# ---- rx_data_sampler_flat ----
$ cat config.mk
export PLATFORM = sky130hd
export DESIGN_NAME = rx_data_sampler_flat
export DESIGN_NICKNAME = d
export VERILOG_FILES = /design/src/rtl/rx_data_sampler_if.sv /design/src/rtl/rx_data_sampler.sv /design/src/flat_wrapper.sv
export SDC_FILE = /design/constraint.sdc
export NUM_CORES = 1
export LEC_CHECK = 0
export CAP_MARGIN = 40
export CORE_MARGIN = 2
export CORE_UTILIZATION = 40
export CTS_CLUSTER_DIAMETER = 60
export DETAILED_ROUTE_END_ITERATION = 8
export SYNTH_ARGS = -nofsm -noshare
export SYNTH_HDL_FRONTEND = slang
export SYNTH_SLANG_ARGS = --single-unit
$ cat constraint.sdc
create_clock -name clk -period 9.8 [get_ports clk]
set_input_delay 2.94 -clock clk [delete_from_list [all_inputs] [get_ports clk]]
set_output_delay 2.94 -clock clk [all_outputs]
set_load 0.01 [all_outputs]
$ cat src/rtl/rx_data_sampler_if.sv
// Signal bundle between the RX FSM/driver side (master) and the oversampling
// data sampler (slave).
interface rx_data_sampler_if #(
  parameter int PS_W = 6
);
  logic            rx_in;
  logic            smp_en;
  logic [PS_W-1:0] prescale;
  logic            sampled_bit;
  logic            smp_valid;
  logic [PS_W-1:0] edge_cnt;
  logic [3:0]      bit_cnt;
  logic            bit_done;

  modport master (
    output rx_in, smp_en, prescale,
    input  sampled_bit, smp_valid, edge_cnt, bit_cnt, bit_done
  );

  modport slave (
    input  rx_in, smp_en, prescale,
    output sampled_bit, smp_valid, edge_cnt, bit_cnt, bit_done
  );
endinterface

$ cat src/rtl/rx_data_sampler.sv
// UART-style RX oversampler: three-point majority vote around mid-bit.
// Define RX_SAMPLER_SYNC_EN to put a two-flop synchronizer in front of rx_in.
module rx_data_sampler #(
  parameter int PS_W = 6
) (
  input logic              clk,
  input logic              rst,
  rx_data_sampler_if.slave bus
);

  logic [PS_W-1:0] edge_cnt_q, edge_cnt_d;
  logic [PS_W-1:0] p_q, p_d;
  logic [PS_W-1:0] p_new, p_cur, mid, last;
  logic [3:0]      bit_cnt_q, bit_cnt_d;
  logic            en_q, en_d;
  logic            smp_valid_q, smp_valid_d;
  logic            sampled_bit_q, sampled_bit_d;
  logic            s0_q, s0_d;
  logic            s1_q, s1_d;
  logic            rise;
  logic            line;

`ifdef RX_SAMPLER_SYNC_EN
  logic [1:0] sync_q, sync_d;

  assign sync_d = {sync_q[0], bus.rx_in};
  assign line   = sync_q[1];

  always_ff @(posedge clk) begin
    if (rst) sync_q <= 2'b11;
    else     sync_q <= sync_d;
  end
`else
  assign line = bus.rx_in;
`endif

  // The ratio is captured on the rising cycle itself so the first bit already
  // uses the new value; later prescale changes are ignored until re-enable.
  always_comb begin
    p_new = bus.prescale & ~PS_W'(1);
    if (p_new < PS_W'(4)) p_new = PS_W'(4);
  end

  assign rise  = bus.smp_en && !en_q;
  assign p_cur = rise ? p_new : p_q;
  assign mid   = p_cur >> 1;
  assign last  = p_cur - PS_W'(1);

  always_comb begin
    edge_cnt_d    = edge_cnt_q;
    bit_cnt_d     = bit_cnt_q;
    p_d           = p_q;
    en_d          = bus.smp_en;
    smp_valid_d   = 1'b0;
    sampled_bit_d = sampled_bit_q;
    s0_d          = s0_q;
    s1_d          = s1_q;
    if (bus.smp_en) begin
      if (rise) p_d = p_new;
      if (edge_cnt_q == mid - PS_W'(1)) s0_d = line;
      if (edge_cnt_q == mid)            s1_d = line;
      if (edge_cnt_q == mid + PS_W'(1)) begin
        sampled_bit_d = (s0_q & s1_q) | (s0_q & line) | (s1_q & line);
        smp_valid_d   = 1'b1;
      end
      if (edge_cnt_q == last) begin
        edge_cnt_d = '0;
        bit_cnt_d  = bit_cnt_q + 4'd1;
      end else begin
        edge_cnt_d = edge_cnt_q + PS_W'(1);
      end
    end else begin
      edge_cnt_d = '0;
      bit_cnt_d  = '0;
    end
  end

  always_ff @(posedge clk) begin
    if (rst) begin
      edge_cnt_q    <= '0;
      bit_cnt_q     <= '0;
      p_q           <= PS_W'(8);
      en_q          <= 1'b0;
      smp_valid_q   <= 1'b0;
      sampled_bit_q <= 1'b1;
      s0_q          <= 1'b1;
      s1_q          <= 1'b1;
    end else begin
      edge_cnt_q    <= edge_cnt_d;
      bit_cnt_q     <= bit_cnt_d;
      p_q           <= p_d;
      en_q          <= en_d;
      smp_valid_q   <= smp_valid_d;
      sampled_bit_q <= sampled_bit_d;
      s0_q          <= s0_d;
      s1_q          <= s1_d;
    end
  end

  assign bus.edge_cnt    = edge_cnt_q;
  assign bus.bit_cnt     = bit_cnt_q;
  assign bus.smp_valid   = smp_valid_q;
  assign bus.sampled_bit = sampled_bit_q;
  assign bus.bit_done    = bus.smp_en && (edge_cnt_q == last);

endmodule

$ cat src/flat_wrapper.sv
// flat-port wrapper written by rule: the top's interface ports become plain ports
module rx_data_sampler_flat 
#(
  parameter int PS_W = 6
)
  (clk, rst, bus_rx_in, bus_smp_en, bus_prescale, bus_sampled_bit, bus_smp_valid, bus_edge_cnt, bus_bit_cnt, bus_bit_done);
  rx_data_sampler_if #(.PS_W(PS_W)) bus_i ();
  input logic clk;
  input logic rst;
  input wire logic [$bits(bus_i.rx_in)-1:0] bus_rx_in;
  input wire logic [$bits(bus_i.smp_en)-1:0] bus_smp_en;
  input wire logic [$bits(bus_i.prescale)-1:0] bus_prescale;
  output wire logic [$bits(bus_i.sampled_bit)-1:0] bus_sampled_bit;
  output wire logic [$bits(bus_i.smp_valid)-1:0] bus_smp_valid;
  output wire logic [$bits(bus_i.edge_cnt)-1:0] bus_edge_cnt;
  output wire logic [$bits(bus_i.bit_cnt)-1:0] bus_bit_cnt;
  output wire logic [$bits(bus_i.bit_done)-1:0] bus_bit_done;
  assign bus_i.rx_in = bus_rx_in;
  assign bus_i.smp_en = bus_smp_en;
  assign bus_i.prescale = bus_prescale;
  assign bus_sampled_bit = bus_i.sampled_bit;
  assign bus_smp_valid = bus_i.smp_valid;
  assign bus_edge_cnt = bus_i.edge_cnt;
  assign bus_bit_cnt = bus_i.bit_cnt;
  assign bus_bit_done = bus_i.bit_done;
  rx_data_sampler #(.PS_W(PS_W)) u_core (.clk(clk), .rst(rst), .bus(bus_i));
endmodule
# ---- alu_op_scheduler_flat ----
$ cat config.mk
export PLATFORM = sky130hd
export DESIGN_NAME = alu_op_scheduler_flat
export DESIGN_NICKNAME = d
export VERILOG_FILES = /design/src/rtl/alu_op_scheduler_if.sv /design/src/rtl/alu_op_scheduler.sv /design/src/flat_wrapper.sv
export SDC_FILE = /design/constraint.sdc
export NUM_CORES = 1
export LEC_CHECK = 0
export ABC_CLOCK_PERIOD_IN_PS = 2000
export CAP_MARGIN = 20
export CORE_ASPECT_RATIO = 1.25
export CORE_MARGIN = 4
export CORE_UTILIZATION = 48
export DETAILED_ROUTE_END_ITERATION = 10
export PLACE_DENSITY_LB_ADDON = 0.12
export SYNTH_ARGS = -nofsm -noshare
export SYNTH_HDL_FRONTEND = slang
export SYNTH_SLANG_ARGS = --single-unit
$ cat constraint.sdc
create_clock -name clk -period 2 [get_ports clk]
set_input_delay 0.6 -clock clk [delete_from_list [all_inputs] [get_ports clk]]
set_output_delay 0.6 -clock clk [all_outputs]
set_load 0.02 [all_outputs]
$ cat src/rtl/alu_op_scheduler_if.sv
// Request and response handshake bundle for the ALU issue front-end.
// The producer/consumer side uses master; the scheduler uses slave.
interface alu_op_scheduler_if;
  logic       in_valid;
  logic       in_ready;
  logic [3:0] in_op;
  logic [7:0] in_a;
  logic [7:0] in_b;
  logic       out_valid;
  logic       out_ready;
  logic [7:0] out_result;
  logic       out_carry;
  logic [3:0] out_op;
  logic       out_divzero;

  modport master (
    output in_valid, in_op, in_a, in_b, out_ready,
    input  in_ready, out_valid, out_result, out_carry, out_op, out_divzero
  );

  modport slave (
    input  in_valid, in_op, in_a, in_b, out_ready,
    output in_ready, out_valid, out_result, out_carry, out_op, out_divzero
  );
endinterface

$ cat src/rtl/alu_op_scheduler.sv
// Issue front-end for the 8-bit combinational ALU: request FIFO, registered
// operand issue stage and a held result register with valid/ready flow control.
module alu_op_scheduler #(
  parameter int unsigned DEPTH = 4
) (
  input  logic                   clk,
  input  logic                   rst_n,
  alu_op_scheduler_if.slave      bus,
  output logic [7:0]             alu_a,
  output logic [7:0]             alu_b,
  output logic [3:0]             alu_sel,
  input  logic [7:0]             alu_result,
  input  logic                   alu_carry,
  output logic [$clog2(DEPTH):0] count
);

  localparam int unsigned PTR_W = $clog2(DEPTH);
  localparam int unsigned CNT_W = PTR_W + 1;

  localparam logic [3:0] OP_ADD = 4'h0;
  localparam logic [3:0] OP_SUB = 4'h1;
  localparam logic [3:0] OP_DIV = 4'h3;

  typedef enum logic [1:0] {IDLE, EXEC, DONE} state_t;

  typedef struct packed {
    logic [3:0] op;
    logic [7:0] a;
    logic [7:0] b;
  } req_t;

  state_t           state;
  state_t           state_next;
  req_t             mem [DEPTH];
  req_t             head_c;
  logic [PTR_W-1:0] wr_ptr;
  logic [PTR_W-1:0] rd_ptr;
  logic             push_c;
  logic             pop_c;
  logic             capture_c;
  logic             release_c;
  logic             div_zero_c;
  logic             carry_en_c;

  // Occupancy-based ready: a pop in the same cycle does not free a slot early.
  assign bus.in_ready = (count < CNT_W'(DEPTH));
  assign push_c       = bus.in_valid & bus.in_ready;
  assign head_c       = mem[rd_ptr];
  assign div_zero_c   = (alu_sel == OP_DIV) && (alu_b == 8'h00);
  assign carry_en_c   = (alu_sel == OP_ADD) || (alu_sel == OP_SUB);

  always_ff @(posedge clk) begin
    if (push_c) begin
      mem[wr_ptr] <= '{op: bus.in_op, a: bus.in_a, b: bus.in_b};
    end
  end

  // Pointers wrap naturally because DEPTH is a power of two.
  always_ff @(posedge clk or negedge rst_n) begin
    if (!rst_n) begin
      wr_ptr <= '0;
      rd_ptr <= '0;
      count  <= '0;
    end else begin
      if (push_c) wr_ptr <= wr_ptr + PTR_W'(1);
      if (pop_c)  rd_ptr <= rd_ptr + PTR_W'(1);
      case ({push_c, pop_c})
        2'b10:   count <= count + CNT_W'(1);
        2'b01:   count <= count - CNT_W'(1);
        default: count <= count;
      endcase
    end
  end

  always_ff @(posedge clk or negedge rst_n) begin
    if (!rst_n) state <= IDLE;
    else        state <= state_next;
  end

  // Pops only ever see registered occupancy, so a same-edge push is not bypassed.
  always_comb begin
    state_next = state;
    pop_c      = 1'b0;
    capture_c  = 1'b0;
    release_c  = 1'b0;
    case (state)
      IDLE: begin
        if (count != '0) begin
          pop_c      = 1'b1;
          state_next = EXEC;
        end
      end
      EXEC: begin
        capture_c  = 1'b1;
        state_next = DONE;
      end
      DONE: begin
        if (bus.out_ready) begin
          release_c = 1'b1;
          if (count != '0) begin
            pop_c      = 1'b1;
            state_next = EXEC;
          end else begin
            state_next = IDLE;
          end
        end
      end
      default: state_next = IDLE;
    endcase
  end

  always_ff @(posedge clk or negedge rst_n) begin
    if (!rst_n) begin
      alu_a   <= '0;
      alu_b   <= '0;
      alu_sel <= '0;
    end else if (pop_c) begin
      alu_a   <= head_c.a;
      alu_b   <= head_c.b;
      alu_sel <= head_c.op;
    end
  end

  // Response register: loaded once per request, held until consumed.
  always_ff @(posedge clk or negedge rst_n) begin
    if (!rst_n) begin
      bus.out_valid   <= 1'b0;
      bus.out_result  <= '0;
      bus.out_carry   <= 1'b0;
      bus.out_op      <= '0;
      bus.out_divzero <= 1'b0;
    end else if (capture_c) begin
      bus.out_valid   <= 1'b1;
      bus.out_op      <= alu_sel;
      bus.out_divzero <= div_zero_c;
      bus.out_result  <= div_zero_c ? 8'hFF : alu_result;
      bus.out_carry   <= carry_en_c & alu_carry;
    end else if (release_c) begin
      bus.out_valid   <= 1'b0;
    end
  end

endmodule

$ cat src/flat_wrapper.sv
// flat-port wrapper written by rule: the top's interface ports become plain ports
module alu_op_scheduler_flat 
#(
  parameter int unsigned DEPTH = 4
)
  (clk, rst_n, alu_a, alu_b, alu_sel, alu_result, alu_carry, count, bus_in_valid, bus_in_op, bus_in_a, bus_in_b, bus_out_ready, bus_in_ready, bus_out_valid, bus_out_result, bus_out_carry, bus_out_op, bus_out_divzero);
  alu_op_scheduler_if bus_i ();
  input  logic clk;
  input  logic rst_n;
  output logic [7:0] alu_a;
  output logic [7:0] alu_b;
  output logic [3:0] alu_sel;
  input  logic [7:0] alu_result;
  input  logic alu_carry;
  output logic [$clog2(DEPTH):0] count;
  input wire logic [$bits(bus_i.in_valid)-1:0] bus_in_valid;
  input wire logic [$bits(bus_i.in_op)-1:0] bus_in_op;
  input wire logic [$bits(bus_i.in_a)-1:0] bus_in_a;
  input wire logic [$bits(bus_i.in_b)-1:0] bus_in_b;
  input wire logic [$bits(bus_i.out_ready)-1:0] bus_out_ready;
  output wire logic [$bits(bus_i.in_ready)-1:0] bus_in_ready;
  output wire logic [$bits(bus_i.out_valid)-1:0] bus_out_valid;
  output wire logic [$bits(bus_i.out_result)-1:0] bus_out_result;
  output wire logic [$bits(bus_i.out_carry)-1:0] bus_out_carry;
  output wire logic [$bits(bus_i.out_op)-1:0] bus_out_op;
  output wire logic [$bits(bus_i.out_divzero)-1:0] bus_out_divzero;
  assign bus_i.in_valid = bus_in_valid;
  assign bus_i.in_op = bus_in_op;
  assign bus_i.in_a = bus_in_a;
  assign bus_i.in_b = bus_in_b;
  assign bus_i.out_ready = bus_out_ready;
  assign bus_in_ready = bus_i.in_ready;
  assign bus_out_valid = bus_i.out_valid;
  assign bus_out_result = bus_i.out_result;
  assign bus_out_carry = bus_i.out_carry;
  assign bus_out_op = bus_i.out_op;
  assign bus_out_divzero = bus_i.out_divzero;
  alu_op_scheduler #(.DEPTH(DEPTH)) u_core (.clk(clk), .rst_n(rst_n), .bus(bus_i), .alu_a(alu_a), .alu_b(alu_b), .alu_sel(alu_sel), .alu_result(alu_result), .alu_carry(alu_carry), .count(count));
endmodule
# ---- sdram_writer_flat ----
File: src/rtl/sdram_writer_pkg.sv
// rtl/sdram_writer_pkg.sv - shared constants and FSM state type for the SDRAM write master
package sdram_writer_pkg;
    localparam int INTERFACE_WIDTH_BITS  = 128;
    localparam int INTERFACE_WIDTH_BYTES = INTERFACE_WIDTH_BITS / 8;
    localparam int INTERFACE_ADDR_BITS   = 26;
    localparam int LEN_BITS              = 16;
    localparam int LANE_BITS             = $clog2(INTERFACE_WIDTH_BYTES);
    localparam int WORD_ADDR_INC         = 16;
    localparam int TIMEOUT_CYCLES        = 255;
    localparam int TIMEOUT_BITS          = 8;

    typedef enum logic [1:0] {
        ST_IDLE  = 2'd0,
        ST_FILL  = 2'd1,
        ST_WRITE = 2'd2,
        ST_DONE  = 2'd3
    } state_t;
endpackage

File: src/rtl/sdram_writer_if.sv
// rtl/sdram_writer_if.sv - byte stream input and Avalon bridge write bus bundle
interface sdram_writer_if;
    import sdram_writer_pkg::*;

    logic [7:0]                       in_data;
    logic                             in_valid;
    logic                             in_ready;
    logic [INTERFACE_ADDR_BITS-1:0]   address;
    logic [INTERFACE_WIDTH_BYTES-1:0] byte_enable;
    logic                             write;
    logic                             read;
    logic [INTERFACE_WIDTH_BITS-1:0]  write_data;
    logic                             acknowledge;

    modport master (
        input  in_data, in_valid, acknowledge,
        output in_ready, address, byte_enable, write, read, write_data
    );

    modport slave (
        output in_data, in_valid, acknowledge,
        input  in_ready, address, byte_enable, write, read, write_data
    );
endinterface

File: src/rtl/sdram_writer_byte_packer.sv
// rtl/sdram_writer_byte_packer.sv - little-endian byte-to-word lane packer
module sdram_writer_byte_packer
    import sdram_writer_pkg::*;
(
    input  logic                             i_clk,
    input  logic                             i_rst_n,
    input  logic                             i_accept,
    input  logic [7:0]                       i_byte,
    input  logic                             i_last_byte,
    input  logic                             i_clear,
    output logic [INTERFACE_WIDTH_BITS-1:0]  o_data,
    output logic [INTERFACE_WIDTH_BYTES-1:0] o_byte_enable,
    output logic                             o_complete
);
    logic [LANE_BITS-1:0]             r_lane;
    logic [INTERFACE_WIDTH_BITS-1:0]  r_data;
    logic [INTERFACE_WIDTH_BYTES-1:0] r_byte_enable;

    // A word closes on its top lane or on the final byte of the transfer
    assign o_complete    = i_accept && ((r_lane == LANE_BITS'(INTERFACE_WIDTH_BYTES - 1)) || i_last_byte);
    assign o_data        = r_data;
    assign o_byte_enable = r_byte_enable;

    // Drop each accepted byte into the current lane; clearing leaves unused lanes zero
    always_ff @(posedge i_clk or negedge i_rst_n) begin
        if (!i_rst_n) begin
            r_lane        <= '0;
            r_data        <= '0;
            r_byte_enable <= '0;
        end else if (i_clear) begin
            r_lane        <= '0;
            r_data        <= '0;
            r_byte_enable <= '0;
        end else if (i_accept) begin
            r_data[{r_lane, 3'b000} +: 8] <= i_byte;
            r_byte_enable[r_lane]         <= 1'b1;
            r_lane                        <= r_lane + 1'b1;
        end
    end
endmodule

File: src/rtl/sdram_writer.sv
// rtl/sdram_writer.sv - byte stream to 128-bit bridge write master; optional SDRAM_WRITER_TIMEOUT_EN
module sdram_writer
    import sdram_writer_pkg::*;
(
    input  logic                           i_interface_clock,
    input  logic                           i_reset_n,
    input  logic                           i_start,
    input  logic [INTERFACE_ADDR_BITS-1:0] i_base_address,
    input  logic [LEN_BITS-1:0]            i_num_bytes,
    output logic                           o_busy,
    output logic                           o_done,
    output logic                           o_timing_error,
    input  logic                           i_timing_error_reset,
    sdram_writer_if.master                 bus
);
    state_t                           r_state;
    logic [INTERFACE_ADDR_BITS-1:0]   r_address;
    logic [LEN_BITS-1:0]              r_remaining;
    logic                             r_busy;
    logic                             r_done;
    logic                             r_in_ready;
    logic                             r_write;
    logic                             w_accept;
    logic                             w_ack;
    logic                             w_word_complete;
    logic [INTERFACE_WIDTH_BITS-1:0]  w_data;
    logic [INTERFACE_WIDTH_BYTES-1:0] w_byte_enable;

    assign w_accept = (r_state == ST_FILL) && r_in_ready && bus.in_valid;
    assign w_ack    = (r_state == ST_WRITE) && bus.acknowledge;

    sdram_writer_byte_packer u_packer (
        .i_clk         (i_interface_clock),
        .i_rst_n       (i_reset_n),
        .i_accept      (w_accept),
        .i_byte        (bus.in_data),
        .i_last_byte   (r_remaining == LEN_BITS'(1)),
        .i_clear       (w_ack),
        .o_data        (w_data),
        .o_byte_enable (w_byte_enable),
        .o_complete    (w_word_complete)
    );

    // Transfer sequencer: fill a word, hold the write until acknowledged, repeat until the count runs out
    always_ff @(posedge i_interface_clock or negedge i_reset_n) begin
        if (!i_reset_n) begin
            r_state     <= ST_IDLE;
            r_address   <= '0;
            r_remaining <= '0;
            r_busy      <= 1'b0;
            r_done      <= 1'b0;
            r_in_ready  <= 1'b0;
            r_write     <= 1'b0;
        end else begin
            case (r_state)
                ST_IDLE: begin
                    r_done <= 1'b0;
                    if (i_start) begin
                        r_address   <= i_base_address & ~INTERFACE_ADDR_BITS'(WORD_ADDR_INC - 1);
                        r_remaining <= i_num_bytes;
                        r_busy      <= 1'b1;
                        r_state     <= (i_num_bytes == '0) ? ST_DONE : ST_FILL;
                    end
                end
                ST_FILL: begin
                    if (w_accept) begin
                        r_remaining <= r_remaining - 1'b1;
                        if (w_word_complete) begin
                            r_in_ready <= 1'b0;
                            r_write    <= 1'b1;
                            r_state    <= ST_WRITE;
                        end
                    end else begin
                        r_in_ready <= 1'b1;
                    end
                end
                ST_WRITE: begin
                    if (w_ack) begin
                        r_write   <= 1'b0;
                        r_address <= r_address + INTERFACE_ADDR_BITS'(WORD_ADDR_INC);
                        r_state   <= (r_remaining != '0) ? ST_FILL : ST_DONE;
                    end
                end
                default: begin
                    r_done  <= 1'b1;
                    r_busy  <= 1'b0;
                    r_state <= ST_IDLE;
                end
            endcase
        end
    end

    assign o_busy           = r_busy;
    assign o_done           = r_done;
    assign bus.in_ready     = r_in_ready;
    assign bus.write        = r_write;
    assign bus.read         = 1'b0;
    assign bus.address      = r_address;
    assign bus.write_data   = w_data;
    assign bus.byte_enable  = w_byte_enable;

`ifdef SDRAM_WRITER_TIMEOUT_EN
    logic [TIMEOUT_BITS-1:0] r_timeout_count;
    logic                    r_timing_error;

    // Count unacknowledged WRITE cycles, saturating so one stall flags only once
    always_ff @(posedge i_interface_clock or negedge i_reset_n) begin
        if (!i_reset_n) begin
            r_timeout_count <= '0;
        end else if ((r_state == ST_WRITE) && !bus.acknowledge) begin
            if (r_timeout_count != TIMEOUT_BITS'(TIMEOUT_CYCLES))
                r_timeout_count <= r_timeout_count + 1'b1;
        end else begin
            r_timeout_count <= '0;
        end
    end

    // Sticky timeout flag; a set coinciding with a clear request wins
    always_ff @(posedge i_interface_clock or negedge i_reset_n) begin
        if (!i_reset_n)
            r_timing_error <= 1'b0;
        else if ((r_state == ST_WRITE) && !bus.acknowledge &&
                 (r_timeout_count == TIMEOUT_BITS'(TIMEOUT_CYCLES - 1)))
            r_timing_error <= 1'b1;
        else if (i_timing_error_reset)
            r_timing_error <= 1'b0;
    end

    assign o_timing_error = r_timing_error;
`else
    logic w_unused_timing_error_reset;
    assign w_unused_timing_error_reset = i_timing_error_reset;
    assign o_timing_error              = 1'b0;
`endif
endmodule
File: src/flat_wrapper.sv
// flat-port wrapper written by rule: the top's interface ports become plain ports
module sdram_writer_flat import sdram_writer_pkg::*;
  (i_interface_clock, i_reset_n, i_start, i_base_address, i_num_bytes, o_busy, o_done, o_timing_error, i_timing_error_reset, bus_in_data, bus_in_valid, bus_acknowledge, bus_in_ready, bus_address, bus_byte_enable, bus_write, bus_read, bus_write_data);
  sdram_writer_if bus_i ();
  input  logic i_interface_clock;
  input  logic i_reset_n;
  input  logic i_start;
  input  logic [INTERFACE_ADDR_BITS-1:0] i_base_address;
  input  logic [LEN_BITS-1:0] i_num_bytes;
  output logic o_busy;
  output logic o_done;
  output logic o_timing_error;
  input  logic i_timing_error_reset;
  input wire logic [$bits(bus_i.in_data)-1:0] bus_in_data;
  input wire logic [$bits(bus_i.in_valid)-1:0] bus_in_valid;
  input wire logic [$bits(bus_i.acknowledge)-1:0] bus_acknowledge;
  output wire logic [$bits(bus_i.in_ready)-1:0] bus_in_ready;
  output wire logic [$bits(bus_i.address)-1:0] bus_address;
  output wire logic [$bits(bus_i.byte_enable)-1:0] bus_byte_enable;
  output wire logic [$bits(bus_i.write)-1:0] bus_write;
  output wire logic [$bits(bus_i.read)-1:0] bus_read;
  output wire logic [$bits(bus_i.write_data)-1:0] bus_write_data;
  assign bus_i.in_data = bus_in_data;
  assign bus_i.in_valid = bus_in_valid;
  assign bus_i.acknowledge = bus_acknowledge;
  assign bus_in_ready = bus_i.in_ready;
  assign bus_address = bus_i.address;
  assign bus_byte_enable = bus_i.byte_enable;
  assign bus_write = bus_i.write;
  assign bus_read = bus_i.read;
  assign bus_write_data = bus_i.write_data;
  sdram_writer u_core (.i_interface_clock(i_interface_clock), .i_reset_n(i_reset_n), .i_start(i_start), .i_base_address(i_base_address), .i_num_bytes(i_num_bytes), .o_busy(o_busy), .o_done(o_done), .o_timing_error(o_timing_error), .i_timing_error_reset(i_timing_error_reset), .bus(bus_i));
endmodule
File: config.mk
export PLATFORM = sky130hd
export DESIGN_NAME = sdram_writer_flat
export DESIGN_NICKNAME = d
export VERILOG_FILES = /design/src/rtl/sdram_writer_pkg.sv /design/src/rtl/sdram_writer_if.sv /design/src/rtl/sdram_writer_byte_packer.sv /design/src/rtl/sdram_writer.sv /design/src/flat_wrapper.sv
export SDC_FILE = /design/constraint.sdc
export NUM_CORES = 1
export LEC_CHECK = 0
export ABC_AREA = 1
export ABC_CLOCK_PERIOD_IN_PS = 2300
export CAP_MARGIN = 20
export CORE_ASPECT_RATIO = 2
export CORE_MARGIN = 2
export CORE_UTILIZATION = 50
export DETAILED_ROUTE_END_ITERATION = 12
export PLACE_DENSITY = 0.8
export SYNTH_ARGS = -nofsm -noshare
export SYNTH_HDL_FRONTEND = slang
export SYNTH_SLANG_ARGS = --single-unit
export TNS_END_PERCENT = 1
File: constraint.sdc
create_clock -name i_interface_clock -period 2.3 [get_ports i_interface_clock]
set_clock_uncertainty 0.1 [all_clocks]
set_input_delay 0.345 -clock i_interface_clock [delete_from_list [all_inputs] [get_ports i_interface_clock]]
set_output_delay 0.345 -clock i_interface_clock [all_outputs]
set_load 0.02 [all_outputs]
# ---- window_scan_ctrl ----
**config.mk**
```make
export PLATFORM = sky130hd
export DESIGN_NAME = window_scan_ctrl
export DESIGN_NICKNAME = d
export VERILOG_FILES = /design/src/rtl/window_scan_ctrl_pkg.sv /design/src/rtl/window_addr_gen.sv /design/src/rtl/window_scan_ctrl.sv
export SDC_FILE = /design/constraint.sdc
export NUM_CORES = 1
export LEC_CHECK = 0
export ABC_AREA = 1
export CORE_MARGIN = 2
export CORE_UTILIZATION = 35
export CTS_BUF_LIST = sky130_fd_sc_hd__clkbuf_16
export CTS_CLUSTER_SIZE = 10
export DETAILED_ROUTE_END_ITERATION = 8
export PLACE_DENSITY_LB_ADDON = 0.08
export REMOVE_ABC_BUFFERS = 1
export SETUP_SLACK_MARGIN = 0.5
export SKIP_CTS_REPAIR_TIMING = 1
export SYNTH_ARGS = -nofsm -noshare
export SYNTH_HDL_FRONTEND = slang
export SYNTH_HIERARCHICAL = 1
export SYNTH_SLANG_ARGS = --single-unit
export TNS_END_PERCENT = 30
```
**constraint.sdc**
```tcl
create_clock -name clk -period 5.3 [get_ports clk]
set_clock_uncertainty 0.2 [all_clocks]
set_input_delay 1.06 -clock clk [delete_from_list [all_inputs] [get_ports clk]]
set_output_delay 1.06 -clock clk [all_outputs]
set_load 0.01 [all_outputs]
```
**src/rtl/window_scan_ctrl_pkg.sv**
```systemverilog
// Shared types and helpers for the window scan controller and its address generator.
package window_scan_ctrl_pkg;

  typedef enum logic [1:0] {
    IDLE     = 2'd0,
    STREAM   = 2'd1,
    WAIT_RES = 2'd2,
    DONE     = 2'd3
  } state_t;

  localparam logic [1:0] EOT_NONE = 2'b00;
  localparam logic [1:0] EOT_ROW  = 2'b01;
  localparam logic [1:0] EOT_WIN  = 2'b11;

  // Largest origin a window can take along one axis; 0 when the window does not fit.
  function automatic int last_origin(input int img, input int win, input int step);
    if (win > img || step < 1) return 0;
    return ((img - win) / step) * step;
  endfunction

endpackage

```
**src/rtl/window_addr_gen.sv**
```systemverilog
// Walks the rows/columns of one window and produces integral-image addresses with eot tags.
module window_addr_gen
  import window_scan_ctrl_pkg::*;
#(
  parameter int IMG_WIDTH     = 48,
  parameter int WINDOW_WIDTH  = 24,
  parameter int WINDOW_HEIGHT = 24,
  parameter int W_ADDR        = 12
) (
  input  logic              clk,
  input  logic              rst,
  input  logic              load,
  input  logic [W_ADDR-1:0] base,
  input  logic              advance,
  output logic [W_ADDR-1:0] addr,
  output logic [1:0]        eot
);

  localparam int CW = (WINDOW_WIDTH  > 1) ? $clog2(WINDOW_WIDTH)  : 1;
  localparam int RW = (WINDOW_HEIGHT > 1) ? $clog2(WINDOW_HEIGHT) : 1;
  localparam logic [W_ADDR-1:0] ROW_PITCH = W_ADDR'(IMG_WIDTH);

  logic [CW-1:0]     c_reg;
  logic [RW-1:0]     r_reg;
  logic [W_ADDR-1:0] row_base_reg;
  logic [W_ADDR-1:0] addr_reg;
  logic              last_col;
  logic              last_row;

  assign last_col = (c_reg == CW'(WINDOW_WIDTH - 1));
  assign last_row = (r_reg == RW'(WINDOW_HEIGHT - 1));

  // Address tracks row_base + c incrementally so no multiplier is needed.
  always_ff @(posedge clk) begin
    if (rst) begin
      c_reg        <= '0;
      r_reg        <= '0;
      row_base_reg <= '0;
      addr_reg     <= '0;
    end else if (load) begin
      c_reg        <= '0;
      r_reg        <= '0;
      row_base_reg <= base;
      addr_reg     <= base;
    end else if (advance) begin
      if (last_col) begin
        c_reg        <= '0;
        r_reg        <= last_row ? '0 : r_reg + 1'b1;
        row_base_reg <= row_base_reg + ROW_PITCH;
        addr_reg     <= row_base_reg + ROW_PITCH;
      end else begin
        c_reg    <= c_reg + 1'b1;
        addr_reg <= addr_reg + 1'b1;
      end
    end
  end

  assign addr = addr_reg;
  assign eot  = last_col ? (last_row ? EOT_WIN : EOT_ROW) : EOT_NONE;

endmodule

```
**src/rtl/window_scan_ctrl.sv**
```systemverilog
// Frame-level scan FSM: steps the window origin in raster order and hands each window to the address generator.
module window_scan_ctrl
  import window_scan_ctrl_pkg::*;
#(
  parameter int IMG_WIDTH     = 48,
  parameter int IMG_HEIGHT    = 48,
  parameter int WINDOW_WIDTH  = 24,
  parameter int WINDOW_HEIGHT = 24,
  parameter int STEP          = 1,
  parameter int W_ADDR        = $clog2(IMG_WIDTH * IMG_HEIGHT),
  localparam int XW           = (IMG_WIDTH  > 1) ? $clog2(IMG_WIDTH)  : 1,
  localparam int YW           = (IMG_HEIGHT > 1) ? $clog2(IMG_HEIGHT) : 1
) (
  input  logic              clk,
  input  logic              rst,
  input  logic              start,
  output logic              busy,
  output logic              done,
  output logic              addr_valid,
  input  logic              addr_ready,
  output logic [W_ADDR-1:0] addr_data,
  output logic [1:0]        addr_eot,
  output logic [XW-1:0]     win_x,
  output logic [YW-1:0]     win_y,
  input  logic              res_valid,
  output logic              res_ready
);

  localparam bit DEGENERATE = (WINDOW_WIDTH > IMG_WIDTH) || (WINDOW_HEIGHT > IMG_HEIGHT);
  localparam int LAST_X     = last_origin(IMG_WIDTH, WINDOW_WIDTH, STEP);
  localparam int LAST_Y     = last_origin(IMG_HEIGHT, WINDOW_HEIGHT, STEP);
  localparam logic [W_ADDR-1:0] X_STEP   = W_ADDR'(STEP);
  localparam logic [W_ADDR-1:0] ROW_STEP = W_ADDR'(STEP * IMG_WIDTH);

  state_t            state_reg, state_next;
  logic [XW-1:0]     x_reg, x_next;
  logic [YW-1:0]     y_reg, y_next;
  logic [W_ADDR-1:0] origin_reg, origin_next;
  logic [W_ADDR-1:0] row_origin_reg, row_origin_next;
  logic              gen_load;
  logic              gen_advance;
  logic [W_ADDR-1:0] gen_base;
  logic [W_ADDR-1:0] gen_addr;
  logic [1:0]        gen_eot;

  always_ff @(posedge clk) begin
    if (rst) begin
      state_reg      <= IDLE;
      x_reg          <= '0;
      y_reg          <= '0;
      origin_reg     <= '0;
      row_origin_reg <= '0;
    end else begin
      state_reg      <= state_next;
      x_reg          <= x_next;
      y_reg          <= y_next;
      origin_reg     <= origin_next;
      row_origin_reg <= row_origin_next;
    end
  end

  // origin_reg is y*IMG_WIDTH + x, kept by accumulation alongside x/y.
  always_comb begin
    state_next      = state_reg;
    x_next          = x_reg;
    y_next          = y_reg;
    origin_next     = origin_reg;
    row_origin_next = row_origin_reg;
    gen_load        = 1'b0;
    gen_base        = origin_reg;
    gen_advance     = (state_reg == STREAM) && addr_ready;
    case (state_reg)
      IDLE: begin
        if (start) begin
          if (DEGENERATE) begin
            state_next = DONE;
          end else begin
            state_next      = STREAM;
            x_next          = '0;
            y_next          = '0;
            origin_next     = '0;
            row_origin_next = '0;
            gen_load        = 1'b1;
            gen_base        = '0;
          end
        end
      end
      STREAM: begin
        if (addr_ready && gen_eot == EOT_WIN) state_next = WAIT_RES;
      end
      WAIT_RES: begin
        if (res_valid) begin
          if (int'(x_reg) < LAST_X) begin
            x_next      = x_reg + XW'(STEP);
            origin_next = origin_reg + X_STEP;
            state_next  = STREAM;
            gen_load    = 1'b1;
          end else if (int'(y_reg) < LAST_Y) begin
            x_next          = '0;
            y_next          = y_reg + YW'(STEP);
            row_origin_next = row_origin_reg + ROW_STEP;
            origin_next     = row_origin_reg + ROW_STEP;
            state_next      = STREAM;
            gen_load        = 1'b1;
          end else begin
            state_next = DONE;
          end
          gen_base = origin_next;
        end
      end
      DONE:    state_next = IDLE;
      default: state_next = IDLE;
    endcase
  end

  window_addr_gen #(
    .IMG_WIDTH    (IMG_WIDTH),
    .WINDOW_WIDTH (WINDOW_WIDTH),
    .WINDOW_HEIGHT(WINDOW_HEIGHT),
    .W_ADDR       (W_ADDR)
  ) u_addr_gen (
    .clk    (clk),
    .rst    (rst),
    .load   (gen_load),
    .base   (gen_base),
    .advance(gen_advance),
    .addr   (gen_addr),
    .eot    (gen_eot)
  );

  assign busy       = (state_reg == STREAM) || (state_reg == WAIT_RES);
  assign done       = (state_reg == DONE);
  assign addr_valid = (state_reg == STREAM);
  assign res_ready  = (state_reg == WAIT_RES);
  assign addr_data  = gen_addr;
  assign addr_eot   = (state_reg == STREAM) ? gen_eot : EOT_NONE;
  assign win_x      = x_reg;
  assign win_y      = y_reg;

endmodule
```
Figure 1. Power grid (alu_op_scheduler_flat).
(4 px per um) Pins as bars on the die edge.
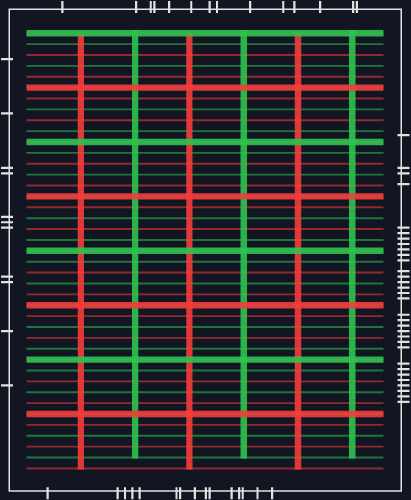
Red is VSS. Green is VDD.
8 straps on met5. 72 signal pins sit on the boundary. 41 met1 rails follow the rows. The core has 40 rows. 6 straps on met4.
core area: 9709 um2
die width: 97.64 um

==> flow_summary.json, alu_op_scheduler_flat <==
{
  "status": "completed",
  "crit_required_ns": 1.40,
  "clk_pin_slew_ns": 0.05,
  "routed.top_layer": "met4",
  "clockBufferDepth": 2,
  "finalSetupViolCount": 0,
  "die_area_um2": 11720,
  "grt_usage_pct": 16.46,
  "r2r_end": "u_core.count[2]",
  "wl_met2_mm": 4.586,
  "clkLatencyLatePin_ns": 0.40,
  "dpl-instance-area_um2": 5847,
  "post-route-cell-area_um2": 6432,
  "avgSynthCellArea_um2": 18.54,
  "placed_cells": 464,
  "reg2reg_from": "u_core.state[1]",
  "fin_setup_tns_ns": 0,
  "max_stage_delay_ns": 0.61,
  "grt_pass1_wl_mm": 14.46,
  "top_logic_kind": "multiplexers",
  "gr-usage-met2_pct": 26.84,
  "met1_length_mm": 3.663,
  "pre_cts_slack_ns": -0.5090,
  "setup_ws_ns": 0.05088,
  "cts_setup_buffers": 0,
  "first_global_vias": 2710,
  "nFillCells": 704,
  "first_pass_iters": 4
}
## alu_op_scheduler_flat: power breakdown
part	internal (W)	switching [W]
Clock	0.00202	0.000972
Combinational	0.00201	0.00183
Sequential	0.00345	0.000413
## alu_op_scheduler_flat: layout make-up
type,count,area [um2],area share [%]
sequential,124,3503,54.46
inverter,8,30.03,0.4668
multi-input combinational,118,1247,19.39
timing repair buffer,88,897.1,13.95
clock inverter,6,81.33,1.264
clock buffer,25,515.5,8.014
tap,126,157.7,2.451
## alu_op_scheduler_flat: registers in the layout, summed over array words and instances (netlist names)
signal and count:
u_core.mem 80, u_core.alu_a 8, u_core.alu_b 8, u_core.bus.out_result 8, u_core.alu_sel 4, u_core.bus.out_op 4
u_core.count 3, u_core.rd_ptr 2, u_core.state 2, u_core.wr_ptr 2, u_core.bus.out_carry 1, u_core.bus.out_divzero 1
u_core.bus.out_valid 1
Figure 2. Routing congestion map (window_scan_ctrl).
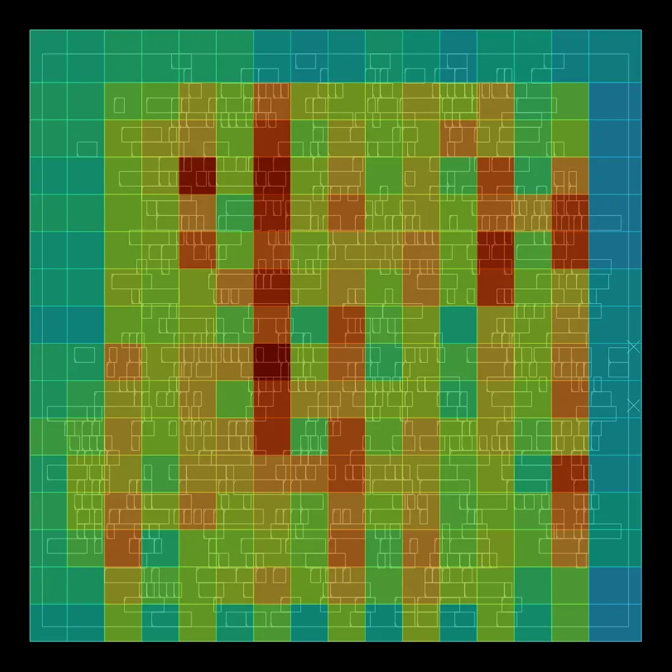
met1 global-route usage: 24.95%
Top Usage Layer GRT: met2
routed wire length per instance: 13.94 um
met2 Use GR: 28.70%

==> flow_summary.json, window_scan_ctrl <==
{
  "status": "finished with violations",
  "violations": "design-rule violations",
  "fp.dieW_um": 113.2,
  "p_per_area_nw_per_um2": 349.0,
  "ff2ff_path_depth": 10,
  "top_cells_by_area": "dfxtp_1 33%, nand2_1 16%, inv_1 6.5%, a21oi_1 5.4%, nand3_1 4.9%",
  "cts_sinks": 68,
  "layout_min_cycle_time_ns": 3.553,
  "fin_setup_tns_ns": 0,
  "hp-class": "register to register",
  "grt_overflow": 0,
  "synth.distinct_cells": 41,
  "route.met3.wl_um": 404,
  "p_clk_w": 0.000519,
  "crit_required_ns": 4.04,
  "clk_pin_slew_ns": 0.06,
  "cts_max_level": 3,
  "finalClockPeriodUsage_pct": 67.04,
  "ys_sh_simple_pct": 37.21,
  "placed_cells": 784,
  "drc": 2,
  "p_int_w": 0.001053,
  "clockPowerShare_pct": 30.4
}
[window_scan_ctrl: cells in the mapped netlist, types with 5 or more instances]
library cell and count:
nand2_1 181, inv_1 72, dfxtp_1 68, a21oi_1 45, nor2_1 43, nand3_1 41
o21ai_0 28, nand4_1 16, ha_1 12, nand3_2 11, inv_2 7, nor3_1 7
xor2_1 7, o21bai_1 6, a21boi_0 5, a21oi_2 5, buf_2 5, nand3b_1 5
nor2_4 5
[window_scan_ctrl: worst min-delay path, delay by kind of cell (launching register included)]
family	cells	cell delay (ns)
AND-OR/OR-AND	1	0.05
flip-flops	1	0.31
AND/OR/NAND/NOR	1	0.06
[window_scan_ctrl: placed cells by master, fill, tap and decap left out, drive strengths merged, types with 12 or more instances in the layout]
cell type,synthesis,routed
nor2,51,51
ha,12,12
o21ai,33,33
clkdlybuf4s50,0,33
dfxtp,68,68
inv,79,83
nand4,16,16
a21oi,50,50
nand2,188,188
nand3,54,54
[window_scan_ctrl: cell type report]
class | instances | area, um2
repair buffers | 36 | 350.3
clock inverters | 7 | 28.78
well taps | 143 | 178.9
clock buffers | 9 | 225.2
flip-flops and latches | 68 | 1361
multi-input cells | 457 | 2446
inverters | 80 | 301.5
fillers | 1215 | 6624
Figure 3. Cell density map (sdram_writer_flat).
(2 px per um) The die is cut into 10 by 20 equal tiles; white is low, dark blue is high, 0 to 100% covered.
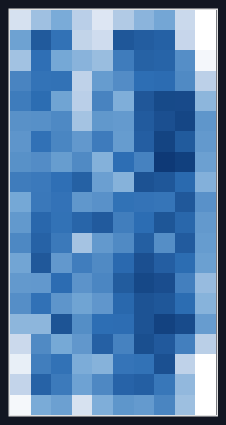
2.5% of the tiles are nearly empty. 30% of the tiles are over 75% full. The densest ninth of the die: east.

==> flow_summary.json, sdram_writer_flat <==
{
  "status": "completed",
  "area_growth_pct": 33.15,
  "p_int_w": 0.008661,
  "ys_dominant_reg_cell": "dfrtp_1",
  "fa_ha_area_share_pct": 1.651,
  "flop_area_um2": 4805,
  "holdWs_ns": 0.3393,
  "cp-start-kind": "register",
  "cap_violations": 0,
  "crit_path_end_kind": "register",
  "mux_share_pct": 0,
  "largestClassByArea": "registers",
  "lay_top_count": "nand2_1",
  "first_pass_iters": 7,
  "power_w": 0.01546,
  "first_global_vias": 9509
}
-- sdram_writer_flat: repair_timing --
action,in CTS,in global routing
hold buffers,1,0
setup endpoints to repair,0,3
hold endpoints to repair,55,0
-- sdram_writer_flat: state kept, by name, indices dropped and copies added, names as in the netlist --
| register | count |
|---|---|
| u_core.bus.address | 22 |
| u_core.bus.in_ready | 1 |
| u_core.bus.write | 1 |
| u_core.o_busy | 1 |
| u_core.o_done | 1 |
| u_core.r_remaining | 16 |
| u_core.r_state | 2 |
| u_core.u_packer.o_byte_enable | 16 |
| u_core.u_packer.o_data | 128 |
| u_core.u_packer.r_lane | 4 |
-- sdram_writer_flat: worst paths after layout --
| path | to | slack [ns] | depth (start not counted) |
|---|---|---|---|
| setup / recovery | u_core.u_packer.o_data[83] | 0.09 | 11 |
| hold reg to reg | u_core.u_packer.o_data[99] | 0.38 | 2 |
| min in group i_interface_clock | u_core.u_packer.o_data[99] | 0.38 | 2 |
| max in group asynchronous | u_core.u_packer.o_data[90] | 1.06 | 3 |
| hold / removal | u_core.r_remaining[7] | 0.34 | 2 |
| setup reg to reg | u_core.u_packer.o_data[83] | 0.09 | 11 |
Figure 4. Routing congestion map (rx_data_sampler_flat).
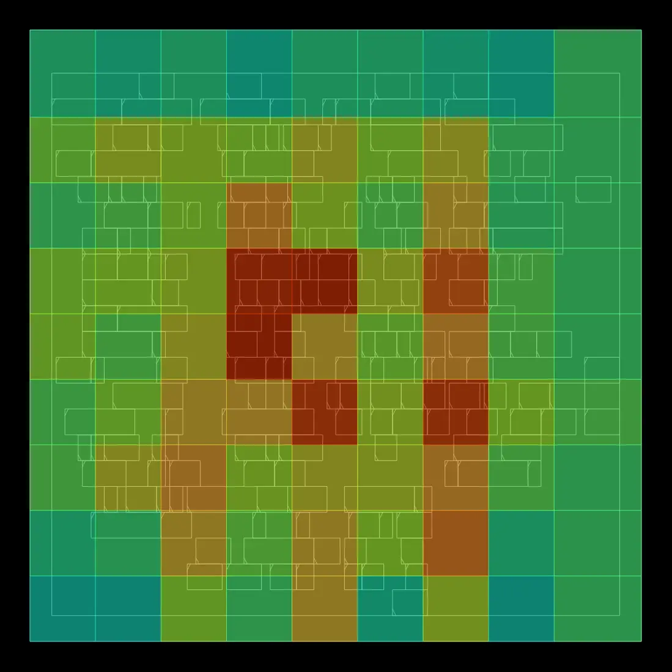
M3 GR Usage: 4.049%
met1 global-route usage: 24.73%
Top Usage Layer GRT: met2
Overall Global Routing Usage: 18.49%
met2 Use GR: 30.34%

Figure 5. Cell density map (rx_data_sampler_flat).
(4 px per um) The die is cut into 6 by 6 equal tiles; white is low, dark blue is high, 0 to 100% covered.
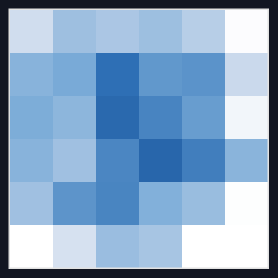
The densest ninth of the die: center. The emptiest ninth of the die: south-east. The fullest tile reaches 78%. 5.6% of the tiles are over 75% full. 14% of the tiles are nearly empty. The mean over all tiles is 40%.
Final Core Density: 50.62%
core area: 3416 um2
Initial Util: 42.71%

==> flow_summary.json, rx_data_sampler_flat <==
{
  "status": "completed",
  "grt_overflow": 0,
  "layout.cells.non_filler": 238,
  "yosys.area_share.xor_xnor_pct": 10.81,
  "port_buffers": 21,
  "cts_tree": "yes",
  "ir_worst_vdd_v": 0.00009340,
  "synth_area_um2": 1459,
  "critPathTopFamily": "buffers and inverters",
  "num_antenna_cells": 0,
  "top_cells_by_area": "dfxtp_1 29%, xnor2_1 7.8%, mux2i_1 6.9%, nor2_1 5.4%, nand2b_1 4.7%",
  "seq_share_pct": 24.31,
  "ant_nets": 0,
  "fin_setup_tns_ns": 0,
  "p_seq_w": 0.0000903,
  "largest_area_cell": "dfxtp_1",
  "clk_pin_slew_ns": 0.12,
  "cpMostUsedCell": "clkdlybuf4s50_1",
  "r2r_end": "u_core.bus.edge_cnt[4]"
}
-- rx_data_sampler_flat: worst register-to-register path, stage by stage (launching register included) --
cell      delay, ns
dfxtp_1        0.41
nor2b_2        0.47
mux2_2         0.47
ha_1           0.24
nand2b_1       0.15
a221oi_1       0.22
a31oi_1        0.07
a31o_2         0.24
a221oi_4       0.30
buf_4          0.19
nand2b_1       0.23
nor2_1         0.09
-- rx_data_sampler_flat: worst max-delay path by stage --
stage | startpoint | to | slack [ns]
3_5_place_dp | bus_smp_en | bus_bit_done | 0.59
4_1_cts | bus_smp_en | bus_bit_done | 0.57
6_report | bus_smp_en | bus_bit_done | 0.60
3_3_place_gp | bus_smp_en | bus_bit_done | 0.61
2_1_floorplan | bus_smp_en | bus_bit_done | 1.86
5_1_grt | bus_smp_en | bus_bit_done | 0.38
-- rx_data_sampler_flat: layer usage --
| layer | global-route usage [%] | wire length (um) | vias to the layer above |
|---|---|---|---|
| li1 | - | - | 646 |
| met1 | 24.73 | 1673 | 612 |
| met2 | 30.34 | 1535 | 21 |
| met3 | 4.049 | 123 | 4 |
| met4 | 4.255 | 31 | 0 |
| met5 | 0 | 0 | - |


## Gallery

Power grid.
image #1
(8 px per um) Pins as bars on the die edge.
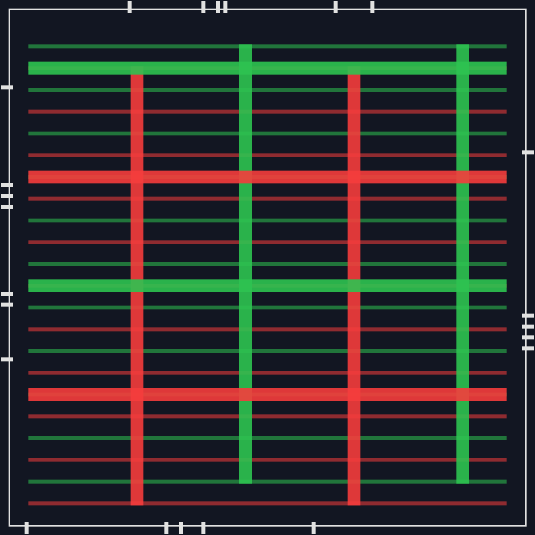
image #2
(3 px per um) Pins as bars on the die edge.
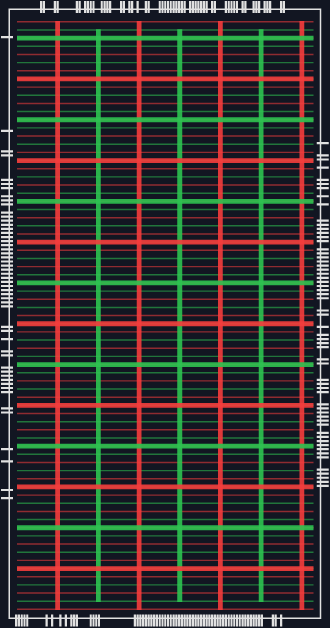
image #3
(4 px per um) Pins as bars on the die edge.
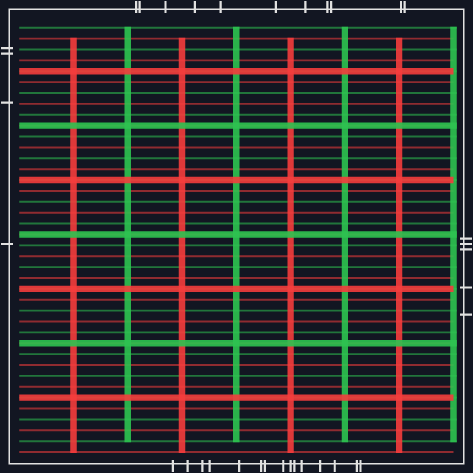
Of these, most pins: image #2
Of these, fewest pins: image #1
rx_data_sampler_flat: image #1
sdram_writer_flat: image #2
window_scan_ctrl: image #3


==> notes/layouts.md <==
Pictures saved along the way, in no particular order.

Clock wires, drivers and flops.
panel A
(4 px per um)
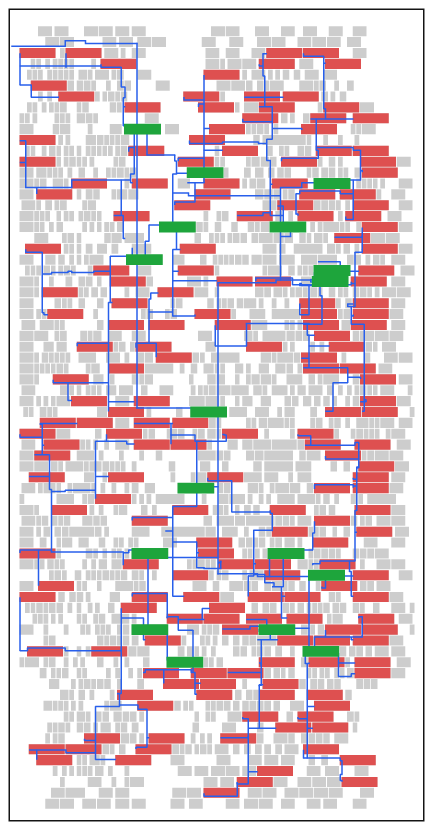
panel B
(4 px per um)
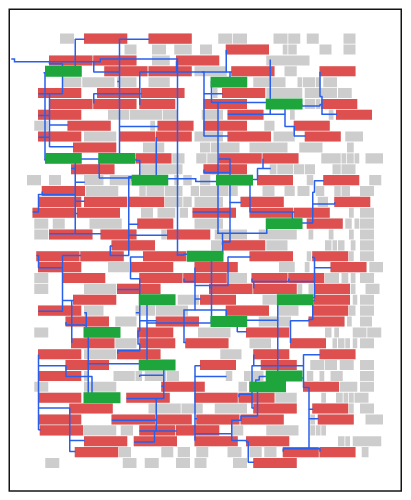
panel C
(10 px per um)
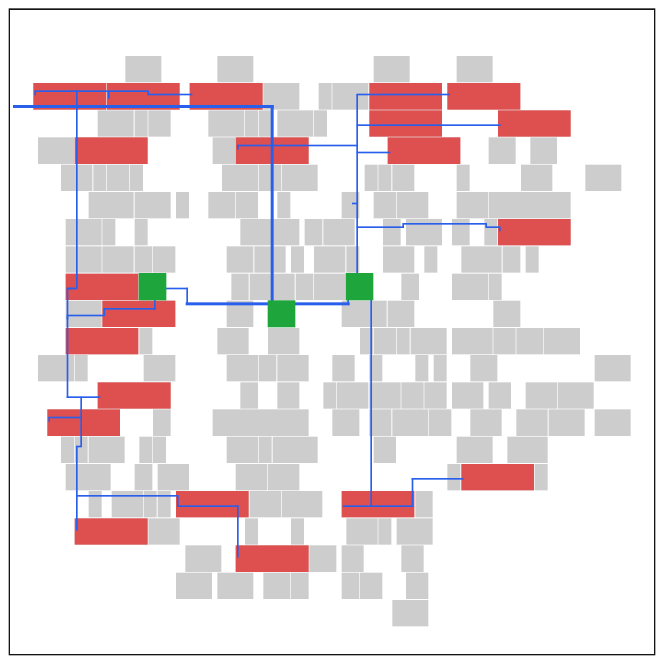
panel D
(4 px per um)
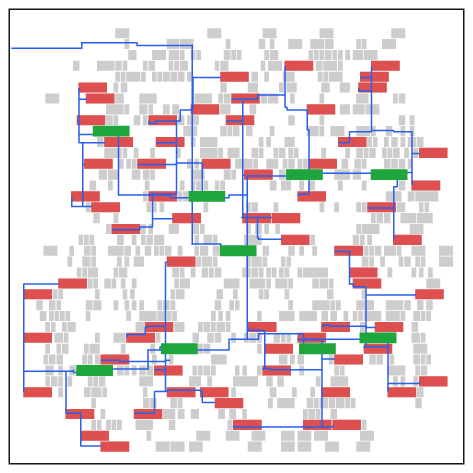
Panel A comes from sdram_writer_flat.
Panel C comes from rx_data_sampler_flat.
Panel D comes from window_scan_ctrl.
Panel B comes from alu_op_scheduler_flat.

Key to panel B:
Green is clock drivers, count 17. Blue is clock wires, length 1360 um. Red is flip-flops, count 124.
Position of the flops: widely spread. There are 18 routed clock nets.

Power is estimated from default activity; no workload was simulated.
